# design 1

Design 1, zoomed window:
Bar = 10 um. Window x 30 to 60, y 30 to 60 um. Cells in grey, sequential cells in the stronger grey; small squares are vias.
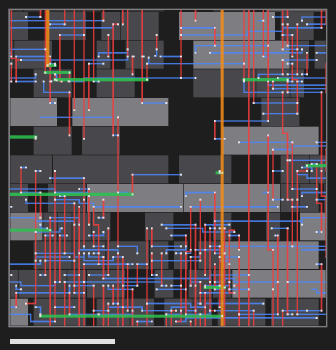

### config.mk
export PLATFORM = sky130hd
export DESIGN_NAME = regfile_wb_arbiter
export DESIGN_NICKNAME = d
export VERILOG_FILES = /design/src/rtl/regfile_wb_arbiter_pkg.sv /design/src/rtl/regfile_wb_arbiter_wb_age_counter.sv /design/src/rtl/regfile_wb_arbiter.sv
export SDC_FILE = /design/constraint.sdc
export NUM_CORES = 1
export LEC_CHECK = 0
export CORE_MARGIN = 4
export CORE_UTILIZATION = 43
export CTS_BUF_LIST = sky130_fd_sc_hd__clkbuf_8
export DETAILED_ROUTE_END_ITERATION = 8
export PLACE_DENSITY_LB_ADDON = 0.3
export SETUP_SLACK_MARGIN = 0.15
export SKIP_CTS_REPAIR_TIMING = 1
export SLEW_MARGIN = 10
export SYNTH_ARGS = -nofsm -noshare
export SYNTH_HDL_FRONTEND = slang
export SYNTH_SLANG_ARGS = --single-unit
### constraint.sdc
create_clock -name clock -period 6.42 [get_ports clock]
set_clock_uncertainty 0.05 [all_clocks]
set_input_delay 1.605 -clock clock [delete_from_list [all_inputs] [get_ports clock]]
set_output_delay 1.605 -clock clock [all_outputs]
set_load 0.01 [all_outputs]
### src/rtl/regfile_wb_arbiter_pkg.sv
// Shared writeback-arbiter constants and the registered write-port record.
// Requester indices double as fixed priority: lower index wins.
package regfile_wb_arbiter_pkg;

  localparam int REQ_MEM      = 0;
  localparam int REQ_ALU      = 1;
  localparam int REQ_FPU      = 2;
  localparam int WB_N_REQ     = 3;
  localparam int WB_AGE_LIMIT = 4;
  localparam int WB_AGE_W     = 3;
  localparam int WB_ADDR_W    = 5;
  localparam int WB_DATA_W    = 32;
  localparam int WB_ID_W      = 2;

  typedef struct packed {
    logic                 wen;
    logic [WB_ADDR_W-1:0] wa;
    logic [WB_DATA_W-1:0] wd;
    logic                 floatingWB;
    logic [WB_ID_W-1:0]   grantId;
    logic                 starved;
  } wbWrite_t;

  // r0 is hard-wired in both banks, so a write to it is swallowed
  function automatic logic isZeroAddr(input logic [WB_ADDR_W-1:0] addr);
    return (addr == {WB_ADDR_W{1'b0}});
  endfunction

endpackage

### src/rtl/regfile_wb_arbiter_wb_age_counter.sv
// Per-requester wait counter: holds on stall, clears on idle/grant,
// otherwise counts up and saturates at the starvation limit.
module wb_age_counter
  import regfile_wb_arbiter_pkg::*;
#(
  parameter int AGE_W     = WB_AGE_W,
  parameter int AGE_LIMIT = WB_AGE_LIMIT
) (
  input  logic clock,
  input  logic reset,
  input  logic hold,
  input  logic clear,
  output logic atLimit
);

  localparam logic [AGE_W-1:0] LIMIT_V = AGE_W'(AGE_LIMIT);
  localparam logic [AGE_W-1:0] ONE_V   = {{(AGE_W-1){1'b0}}, 1'b1};

  logic [AGE_W-1:0] age_r;

  // age register: hold takes precedence over clear so stalls never age or reset waiters
  always_ff @(posedge clock or negedge reset) begin
    if (!reset) begin
      age_r <= {AGE_W{1'b0}};
    end else if (hold) begin
      age_r <= age_r;
    end else if (clear) begin
      age_r <= {AGE_W{1'b0}};
    end else if (age_r != LIMIT_V) begin
      age_r <= age_r + ONE_V;
    end else begin
      age_r <= age_r;
    end
  end

  assign atLimit = (age_r == LIMIT_V);

endmodule

### src/rtl/regfile_wb_arbiter.sv
// Arbitrates the register file's single write port among the writeback
// producers: fixed priority with an age override, registered 1-cycle output.
module regfile_wb_arbiter
  import regfile_wb_arbiter_pkg::*;
#(
  parameter int N_REQ     = WB_N_REQ,
  parameter int AGE_LIMIT = WB_AGE_LIMIT,
  parameter int AGE_W     = WB_AGE_W
) (
  input  logic                       reset,
  input  logic                       clock,
  input  logic                       stall_wb,
  input  logic [N_REQ-1:0]           req_valid,
  input  logic [WB_ADDR_W*N_REQ-1:0] req_addr,
  input  logic [N_REQ-1:0]           req_float,
  input  logic [WB_DATA_W*N_REQ-1:0] req_data,
  output logic [N_REQ-1:0]           req_ready,
  output logic                       wen,
  output logic [WB_ADDR_W-1:0]       wa,
  output logic [WB_DATA_W-1:0]       wd,
  output logic                       floatingWB,
  output logic [WB_ID_W-1:0]         grant_id,
  output logic                       starved
);

  localparam logic [N_REQ-1:0] ONE_HOT0 = {{(N_REQ-1){1'b0}}, 1'b1};

  logic [N_REQ-1:0]     ageLimit_s;
  logic [N_REQ-1:0]     grantVec_s;
  logic                 starvedHit_s;
  logic [WB_ID_W-1:0]   starvedIdx_s;
  logic [WB_ID_W-1:0]   validIdx_s;
  logic                 grantHit_s;
  logic [WB_ID_W-1:0]   grantIdx_s;
  logic                 starvedNext_s;
  logic [WB_ADDR_W-1:0] selAddr_s;
  wbWrite_t             wbNext_s;
  wbWrite_t             wbOut_r;

  for (genvar g = 0; g < N_REQ; g++) begin : gAge
    wb_age_counter #(
      .AGE_W     (AGE_W),
      .AGE_LIMIT (AGE_LIMIT)
    ) uAge (
      .clock   (clock),
      .reset   (reset),
      .hold    (stall_wb),
      .clear   (~req_valid[g] | grantVec_s[g]),
      .atLimit (ageLimit_s[g])
    );
  end

  // lowest-index scans; walking downwards leaves the lowest hit in place
  always_comb begin
    starvedHit_s = 1'b0;
    starvedIdx_s = {WB_ID_W{1'b0}};
    validIdx_s   = {WB_ID_W{1'b0}};
    for (int i = N_REQ - 1; i >= 0; i--) begin
      if (req_valid[i] && ageLimit_s[i]) begin
        starvedHit_s = 1'b1;
        starvedIdx_s = WB_ID_W'(i);
      end else begin
        starvedIdx_s = starvedIdx_s;
      end
      if (req_valid[i]) begin
        validIdx_s = WB_ID_W'(i);
      end else begin
        validIdx_s = validIdx_s;
      end
    end
  end

  // grant decision plus next value of the write-port register
  always_comb begin
    grantHit_s    = 1'b0;
    grantIdx_s    = {WB_ID_W{1'b0}};
    starvedNext_s = 1'b0;
    if (!reset || stall_wb) begin
      grantHit_s = 1'b0;
    end else if (starvedHit_s) begin
      grantHit_s    = 1'b1;
      grantIdx_s    = starvedIdx_s;
      starvedNext_s = 1'b1;
    end else if (|req_valid) begin
      grantHit_s = 1'b1;
      grantIdx_s = validIdx_s;
    end else begin
      grantHit_s = 1'b0;
    end

    grantVec_s = grantHit_s ? (ONE_HOT0 << grantIdx_s) : {N_REQ{1'b0}};
    selAddr_s  = req_addr[grantIdx_s*WB_ADDR_W +: WB_ADDR_W];

    wbNext_s     = wbOut_r;
    wbNext_s.wen = 1'b0;
    if (grantHit_s) begin
      wbNext_s.wen        = ~isZeroAddr(selAddr_s);
      wbNext_s.wa         = selAddr_s;
      wbNext_s.wd         = req_data[grantIdx_s*WB_DATA_W +: WB_DATA_W];
      wbNext_s.floatingWB = req_float[grantIdx_s];
      wbNext_s.grantId    = grantIdx_s;
      wbNext_s.starved    = starvedNext_s;
    end else begin
      wbNext_s.wen = 1'b0;
    end
  end

  // write-port register; async reset drops any pending write at once
  always_ff @(posedge clock or negedge reset) begin
    if (!reset) begin
      wbOut_r <= '0;
    end else begin
      wbOut_r <= wbNext_s;
    end
  end

  assign req_ready  = grantVec_s;
  assign wen        = wbOut_r.wen;
  assign wa         = wbOut_r.wa;
  assign wd         = wbOut_r.wd;
  assign floatingWB = wbOut_r.floatingWB;
  assign grant_id   = wbOut_r.grantId;
  assign starved    = wbOut_r.starved;

endmodule
# design 2

==> src/rtl/event_onehot_scheduler.sv <==
// event_onehot_scheduler
//   Captures rising edges on N event lines as pending requests and issues
//   them one at a time, round-robin, as a one-hot word with valid/ready.
//   The output word is always one-hot (out_valid=1) or all-zero.
// Ports:
//   clk        : clock, rising edge
//   rst_n      : asynchronous active-low reset
//   en         : 1 = capture edges and issue grants, 0 = freeze both
//   req_in     : event lines (synchronous to clk)
//   out_onehot : granted event, one-hot when out_valid, else zero
//   out_valid  : out_onehot holds an unaccepted event
//   out_ready  : consumer accepts on out_valid & out_ready
//   pending    : captured events not yet moved to the output register
//   overflow   : one-cycle pulse, an edge hit a line already pending
module event_onehot_scheduler #(
  parameter int unsigned N = 8
) (
  input  logic         clk,
  input  logic         rst_n,
  input  logic         en,
  input  logic [N-1:0] req_in,
  output logic [N-1:0] out_onehot,
  output logic         out_valid,
  input  logic         out_ready,
  output logic [N-1:0] pending,
  output logic         overflow
);

  localparam int unsigned IW = $clog2(N);

  logic [N-1:0]  r_req_q;
  logic [N-1:0]  r_pending;
  logic [N-1:0]  r_out_onehot;
  logic          r_out_valid;
  logic          r_overflow;
  logic [IW-1:0] r_last;

  logic [N-1:0]  w_rise;
  logic          w_load;
  logic          w_found;
  logic [IW-1:0] w_sel_idx;
  logic [IW-1:0] w_idx;
  logic [N-1:0]  w_sel_onehot;
  logic [N-1:0]  w_clr;
  logic          w_collide;

  assign w_rise = req_in & ~r_req_q;
  assign w_load = en && (!r_out_valid || out_ready) && (r_pending != '0);

  // Round-robin search starting at last+1; the index wraps naturally
  // because N is a power of two (k = N revisits 'last' itself).
  always_comb begin
    w_found   = 1'b0;
    w_sel_idx = '0;
    w_idx     = '0;
    for (int unsigned k = 1; k <= N; k++) begin
      w_idx = r_last + IW'(k);
      if (!w_found && r_pending[w_idx]) begin
        w_found   = 1'b1;
        w_sel_idx = w_idx;
      end
    end
    w_sel_onehot = w_found ? (N'(1) << w_sel_idx) : '0;
  end

  assign w_clr     = w_load ? w_sel_onehot : '0;
  // A rise on the bit being loaded this cycle re-arms it, not an overflow.
  assign w_collide = en && ((w_rise & r_pending & ~w_clr) != '0);

  always_ff @(posedge clk or negedge rst_n) begin
    if (!rst_n) begin
      r_req_q      <= '0;
      r_pending    <= '0;
      r_out_onehot <= '0;
      r_out_valid  <= 1'b0;
      r_overflow   <= 1'b0;
      r_last       <= IW'(N - 1);
    end else begin
      r_req_q    <= req_in;
      r_overflow <= w_collide;
      if (en) begin
        r_pending <= (r_pending & ~w_clr) | w_rise;
      end
      if (w_load) begin
        r_out_onehot <= w_sel_onehot;
        r_out_valid  <= 1'b1;
        r_last       <= w_sel_idx;
      end else if (r_out_valid && out_ready) begin
        r_out_onehot <= '0;
        r_out_valid  <= 1'b0;
      end
    end
  end

  assign out_onehot = r_out_onehot;
  assign out_valid  = r_out_valid;
  assign pending    = r_pending;
  assign overflow   = r_overflow;

endmodule

==> config.mk <==
export PLATFORM = sky130hd
export DESIGN_NAME = event_onehot_scheduler
export DESIGN_NICKNAME = d
export VERILOG_FILES = /design/src/rtl/event_onehot_scheduler.sv
export SDC_FILE = /design/constraint.sdc
export NUM_CORES = 1
export LEC_CHECK = 0
export ABC_AREA = 1
export CAP_MARGIN = 15
export CORE_MARGIN = 4
export CORE_UTILIZATION = 35
export CTS_CLUSTER_DIAMETER = 50
export CTS_CLUSTER_SIZE = 16
export DETAILED_ROUTE_END_ITERATION = 16
export GPL_TIMING_DRIVEN = 0
export HOLD_SLACK_MARGIN = 0.03
export PLACE_DENSITY = 0.65
export SYNTH_ARGS = -nofsm -noshare
export SYNTH_HDL_FRONTEND = slang
export SYNTH_SLANG_ARGS = --single-unit
==> constraint.sdc <==
create_clock -name clk -period 3.5 [get_ports clk]
set_input_delay 0.875 -clock clk [delete_from_list [all_inputs] [get_ports clk]]
set_output_delay 0.875 -clock clk [all_outputs]
set_load 0.005 [all_outputs]
# design 3

[src/rtl/wb_buffer.sv]
// wb_buffer: writeback buffer in front of the register file write port.
//
// Producers push (addr, data) through in_valid/in_ready into an in-order FIFO.
// One entry is popped per clock into the registered write port
// (wr_en/wr_addr/wr_data) unless drain_hold is high. count is the FIFO
// occupancy and does not include the output stage.
//
// Optional feature macro WB_BYPASS_EN: when defined, lk_addr1/2 search the
// pending FIFO entries and the output stage (when wr_en=1) for the youngest
// write to that address. When undefined, lk_hit*/lk_data* are tied to 0.
//
// Ports:
//   clk, reset            clock, asynchronous active-high reset
//   in_valid/in_ready     push handshake; in_addr/in_data carry the result
//   drain_hold            high suppresses the pop on that edge
//   wr_en/wr_addr/wr_data registered register file write port
//   count                 FIFO occupancy
//   lk_addr*/lk_hit*/lk_data*  bypass lookup (combinational)
module wb_buffer #(
  parameter int unsigned DEPTH  = 4,
  parameter int unsigned DATA_W = 32,
  parameter int unsigned ADDR_W = 5,
  parameter int unsigned CNT_W  = $clog2(DEPTH + 1)
) (
  input  logic              clk,
  input  logic              reset,
  input  logic              in_valid,
  output logic              in_ready,
  input  logic [ADDR_W-1:0] in_addr,
  input  logic [DATA_W-1:0] in_data,
  input  logic              drain_hold,
  output logic              wr_en,
  output logic [ADDR_W-1:0] wr_addr,
  output logic [DATA_W-1:0] wr_data,
  output logic [CNT_W-1:0]  count,
  input  logic [ADDR_W-1:0] lk_addr1,
  input  logic [ADDR_W-1:0] lk_addr2,
  output logic              lk_hit1,
  output logic              lk_hit2,
  output logic [DATA_W-1:0] lk_data1,
  output logic [DATA_W-1:0] lk_data2
);

  localparam int unsigned PtrW = $clog2(DEPTH);

  logic [ADDR_W-1:0] mem_addr_q [DEPTH];
  logic [ADDR_W-1:0] mem_addr_d [DEPTH];
  logic [DATA_W-1:0] mem_data_q [DEPTH];
  logic [DATA_W-1:0] mem_data_d [DEPTH];
  logic [PtrW-1:0]   head_q, head_d;
  logic [PtrW-1:0]   tail_q, tail_d;
  logic [CNT_W-1:0]  count_q, count_d;
  logic              wr_en_q, wr_en_d;
  logic [ADDR_W-1:0] wr_addr_q, wr_addr_d;
  logic [DATA_W-1:0] wr_data_q, wr_data_d;
  logic              push_en, pop_en;

  // Depends only on registered count: no path from in_valid or drain_hold.
  assign in_ready = (count_q != CNT_W'(DEPTH));

  always_comb begin
    mem_addr_d = mem_addr_q;
    mem_data_d = mem_data_q;
    head_d     = head_q;
    tail_d     = tail_q;
    count_d    = count_q;
    wr_addr_d  = wr_addr_q;
    wr_data_d  = wr_data_q;
    // Pop uses pre-edge count, so a push into an empty FIFO is not popped
    // on the same edge; a full FIFO never accepts, even with a pop.
    pop_en     = (count_q != '0) && !drain_hold;
    push_en    = in_valid && in_ready;
    wr_en_d    = pop_en;
    if (pop_en) begin
      wr_addr_d = mem_addr_q[head_q];
      wr_data_d = mem_data_q[head_q];
      head_d    = head_q + PtrW'(1);
    end
    if (push_en) begin
      mem_addr_d[tail_q] = in_addr;
      mem_data_d[tail_q] = in_data;
      tail_d             = tail_q + PtrW'(1);
    end
    unique case ({push_en, pop_en})
      2'b10:   count_d = count_q + CNT_W'(1);
      2'b01:   count_d = count_q - CNT_W'(1);
      default: count_d = count_q;
    endcase
  end

  always_ff @(posedge clk or posedge reset) begin
    if (reset) begin
      for (int unsigned i = 0; i < DEPTH; i++) begin
        mem_addr_q[i] <= '0;
        mem_data_q[i] <= '0;
      end
      head_q    <= '0;
      tail_q    <= '0;
      count_q   <= '0;
      wr_en_q   <= 1'b0;
      wr_addr_q <= '0;
      wr_data_q <= '0;
    end else begin
      mem_addr_q <= mem_addr_d;
      mem_data_q <= mem_data_d;
      head_q     <= head_d;
      tail_q     <= tail_d;
      count_q    <= count_d;
      wr_en_q    <= wr_en_d;
      wr_addr_q  <= wr_addr_d;
      wr_data_q  <= wr_data_d;
    end
  end

  assign wr_en   = wr_en_q;
  assign wr_addr = wr_addr_q;
  assign wr_data = wr_data_q;
  assign count   = count_q;

`ifdef WB_BYPASS_EN
  logic [PtrW-1:0] idx;

  // Walk oldest to youngest so later matches overwrite earlier ones; the
  // output stage is older than every FIFO entry, so it is checked first.
  always_comb begin
    lk_hit1  = 1'b0;
    lk_hit2  = 1'b0;
    lk_data1 = '0;
    lk_data2 = '0;
    idx      = head_q;
    if (wr_en_q && (wr_addr_q == lk_addr1)) begin
      lk_hit1  = 1'b1;
      lk_data1 = wr_data_q;
    end
    if (wr_en_q && (wr_addr_q == lk_addr2)) begin
      lk_hit2  = 1'b1;
      lk_data2 = wr_data_q;
    end
    for (int unsigned i = 0; i < DEPTH; i++) begin
      idx = head_q + PtrW'(i);
      if (CNT_W'(i) < count_q) begin
        if (mem_addr_q[idx] == lk_addr1) begin
          lk_hit1  = 1'b1;
          lk_data1 = mem_data_q[idx];
        end
        if (mem_addr_q[idx] == lk_addr2) begin
          lk_hit2  = 1'b1;
          lk_data2 = mem_data_q[idx];
        end
      end
    end
  end
`else
  logic unused_lk;
  assign unused_lk = ^{lk_addr1, lk_addr2};
  assign lk_hit1   = 1'b0;
  assign lk_hit2   = 1'b0;
  assign lk_data1  = '0;
  assign lk_data2  = '0;
`endif

endmodule
[config.mk]
export PLATFORM = sky130hd
export DESIGN_NAME = wb_buffer
export DESIGN_NICKNAME = d
export VERILOG_FILES = /design/src/rtl/wb_buffer.sv
export SDC_FILE = /design/constraint.sdc
export NUM_CORES = 1
export LEC_CHECK = 0
export CAP_MARGIN = 10
export CELL_PAD_IN_SITES_DETAIL_PLACEMENT = 0
export CELL_PAD_IN_SITES_GLOBAL_PLACEMENT = 1
export CORE_MARGIN = 3
export CORE_UTILIZATION = 45
export CTS_CLUSTER_DIAMETER = 50
export DETAILED_ROUTE_END_ITERATION = 7
export MAX_ROUTING_LAYER = met4
export PLACE_DENSITY = 0.9
export REMOVE_ABC_BUFFERS = 1
export SLEW_MARGIN = 30
export SYNTH_ARGS = -nofsm -noshare
export SYNTH_HDL_FRONTEND = slang
export SYNTH_SLANG_ARGS = --single-unit
[constraint.sdc]
create_clock -name clk -period 8.2 [get_ports clk]
set_input_delay 2.05 -clock clk [delete_from_list [all_inputs] [get_ports clk]]
set_output_delay 2.05 -clock clk [all_outputs]
set_load 0.03 [all_outputs]
Design 1, met4 routing:
Supply wires on this layer in grey.
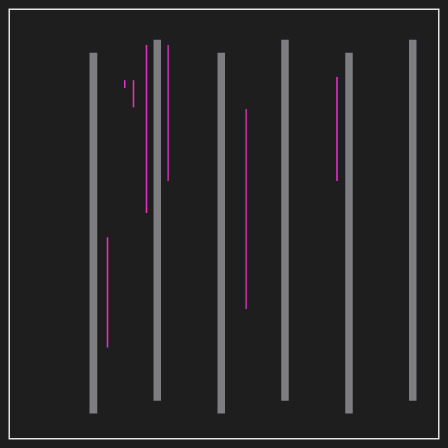
main direction: vertical
wire length on this layer: 158 um
nets with wire on the layer: 7
longest straight run: 42.2 um
Routed WL: 10,270 um
via count: 3,306

Design 1, clock routing:
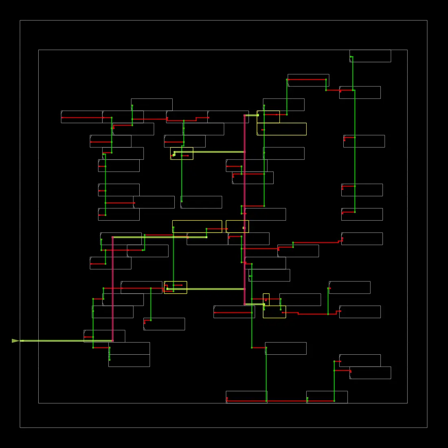
FFs & Latches: 51
# clock sinks: 51

About 'zoomed window' of design 1:
| colour | layer |
|---|---|
| red | met2 |
| green | met3 |
| orange | met4 |
| blue | met1 |
most frequent: dfrtp_1 (8), clkdlybuf4s50_1 (7), o21ai_0 (5)
netlist names of flops here include: gAge.uAge.age_r (4), wa (2), wd (2)
sequential cells in the window: 8
cells with their middle in the window: 60

==> reports/summary.txt, design 1 <==
Total negative setup slack = 0 ps
Avg WL per Cell = 18.98 um
Max-slew violations = 0
WL met3 = 907 um
Post-Layout Cell Count = 541
Floorplan Nets = 441
Signal inverters = 9
Crit path cell chain = clkdlybuf4s50_1, buf_4, and3_4, or4_4, clkinv_8, clkdlybuf4s50_1
Signal buffers = 171
# rows = 29
Depth of the most critical reg-to-reg path = 7
Relative slew slack = 21.25%
Largest area contributor in the netlist = dfrtp_1
CTS root buffer = clkbuf_8
Crit. End Element = output pin
Post-layout period usage = 86.97%
CP bufs+invs = 4
Highest Signal Layer = met4
Synth Cell Area = 2955 um^2
DP HPWL = 7479 um
Overall Global Routing Usage = 24.04%
Crit path launch type = input pin
Worst path max stage delay = 710 ps
Global-route wire length before repair = 16,240 um
Clock latency (worst-skew pair) = 310 ps
Outcome = finished, final reports clean
Complex Gates by Area = 24.39%
Hold Startpoint = wd[0]
Top cell type by instance count after synthesis = dfrtp_1
WHS Path Cells = 2
Async SR Flop Fraction = 100.0%
Cells after Synth = 315
Worst Path Required = 4760 ps
Top FF cell, synth = dfrtp_1
Seq area share = 27.07%
Met3 Use GR = 6.000%
Yosys cell types = 43
Die area = 8263 um^2
Kind of critical path = input pin to output pin
Logic cell area = 1474 um^2
Worst Hold Endpoint = wd[0]
Number of enable flip-flop cells = 0
I/O pin count = 165
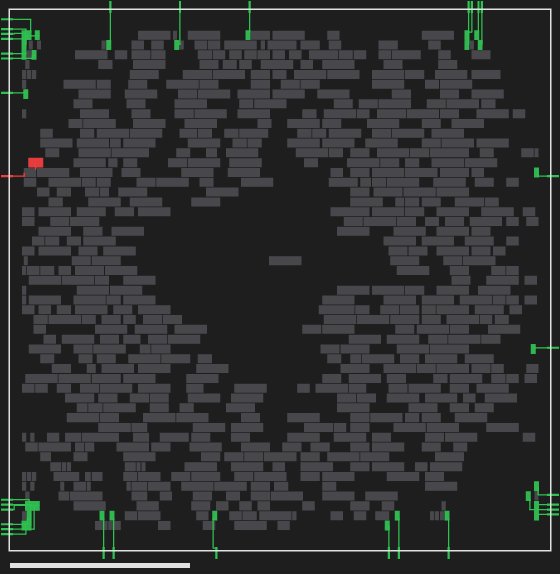
Design 3: port wiring
Bar = 50 um.
| colour | port | bits | direction | edge | end cells | buffers | wire |
|---|---|---|---|---|---|---|---|
| red | reset | 1 | input | left | 1 | 1 | 6.30 um |
| green | lk_data1 | 32 | output | 13 left, 7 top, 6 bottom, 6 right | 32 | 0 | 231 um |
I/O pin count: 159
port buffer count: 82

==> reports/summary.txt, design 3 <==
Worst Setup EP = in_ready
Outcome = finished, final reports clean
Share of cells above drive strength 1 = 42.26%
TritonCTS clock tree = done
Non-clock buffering overhead = 8.167%
FF+latch area = 4837 um^2
Synth Cell Area = 9304 um^2
Via count = 4,539
Async SR Flop Fraction = 100.0%
Yosys cell types = 23
DP HPWL = 10,560 um
Clk slew on worst S/H paths = 70 ps
CP Max Fanout = 6
Comb gates = 312
FFs & Latches = 193
Max_cap viols = 0
Crit path max-delay family = buffers and inverters
Routed vias/inst = 5.089
Signal buffers = 85
Number of enable flip-flop cells = 0
Global-route wire length before repair = 28,670 um
Worst path depth = 2
Crit path cell chain = or3b_1, clkdlybuf4s50_1
Top class by area = flip-flops and latches
Hold Crit Class = flip-flop to flip-flop
Vias in the first global route = 5,076
Design 2, clock routing:
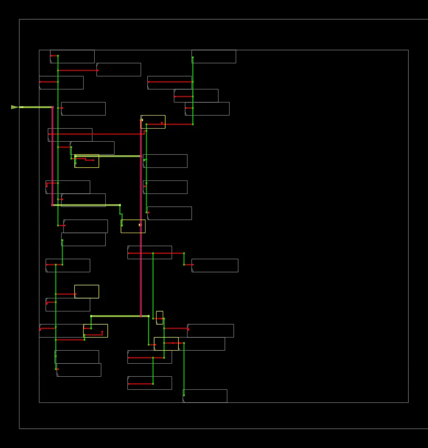
CTS Buf Count: 5
clock skew: 4.380 ps

==> reports/summary.txt, design 2 <==
Outcome = finished, final reports clean
Floorplan Nets = 315
M1 WL = 2348 um
Worst Hold Endpoint = pending[2]
Yosys top cell area share = 31.12%
Post-CTS Resized = 0
Reg-to-Reg Start = r_last[1]
Hold Startpoint = r_req_q[2]
Routed vias/inst = 4.668
Pin slew with the least headroom to its limit = 814.4 ps
Comb/total area = 44.29%
Final core occ = 45.82%
Highest Signal Layer = met4
Most frequent logic cells in the routed design = 94 x nand2_1, 40 x inv_1, 32 x nand3_1, 29 x clkdlybuf4s50_1, 26 x dfrtp_1
# rows = 27
Via count = 1,914
Crit path launch type = flip-flop
R2r endpoint = overflow
Tapcell Cnt = 72
Number of enable flip-flop cells = 0
Diode count = 0
Comb gates = 221
FF+latch area = 729.5 um^2
Worst path depth = 17
Cts hold-fix bufs = 0
Clock-cell share of area = 3.340%
Yosys reg bits = 29
Clock latency (worst-skew pair) = 270 ps
Clk slew on worst S/H paths = 60 ps
CP bufs+invs = 3
Final Cell Area = 2585 um^2
FF-to-FF setup slack = 390 ps
Clk buf depth = 2
I/O pin count = 30
Overall Global Routing Usage = 14.86%
Dpl cells = 403
Most numerous logic cell after layout = nand2_1

==> screenshots <==
Metal 1.
Supply wires on this layer in grey.
panel A
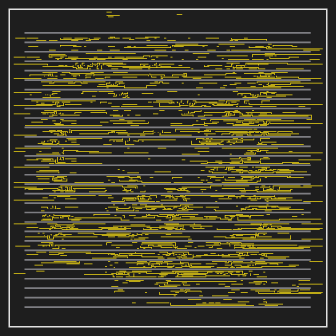
panel B
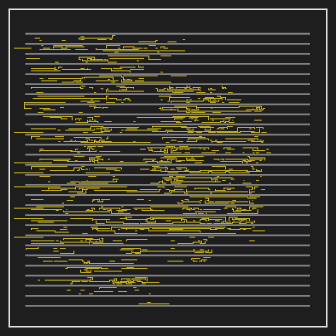
panel C
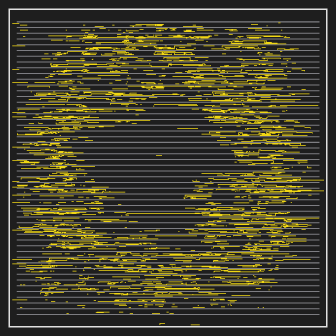
design 3: panel C
design 2: panel B
design 1: panel A

Key to panel C:
main direction: horizontal
longest straight run: 39.1 um



==> notes/layouts.md <==
Pictures saved along the way, in no particular order.

Metal layers overlaid.
Only two layers are drawn.
image #1
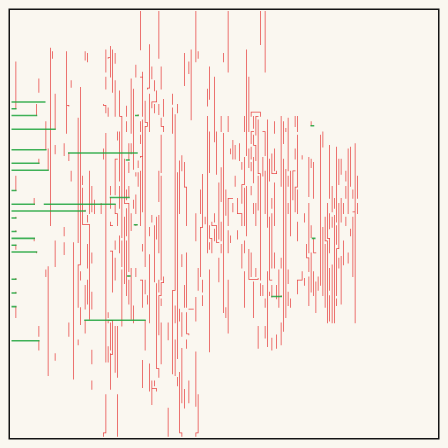
image #2
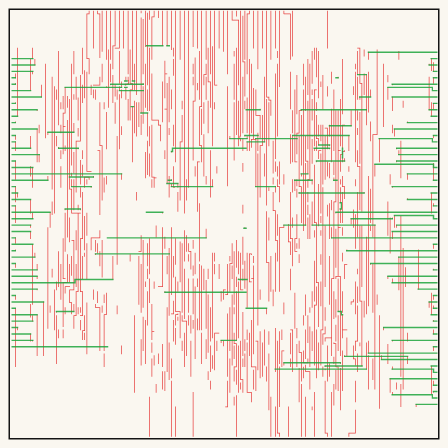
image #3
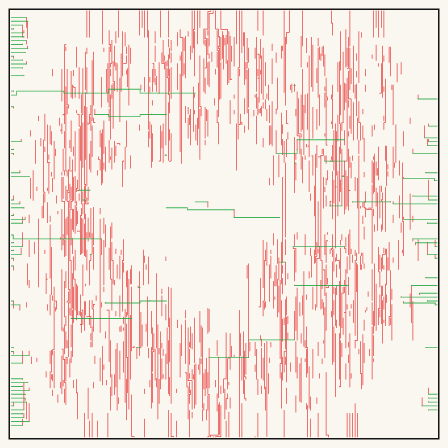
Image #1 comes from design 2.
Image #2 comes from design 1.
Image #3 comes from design 3.
The one with the most wire is image #3.
The one with the least wire is image #1.

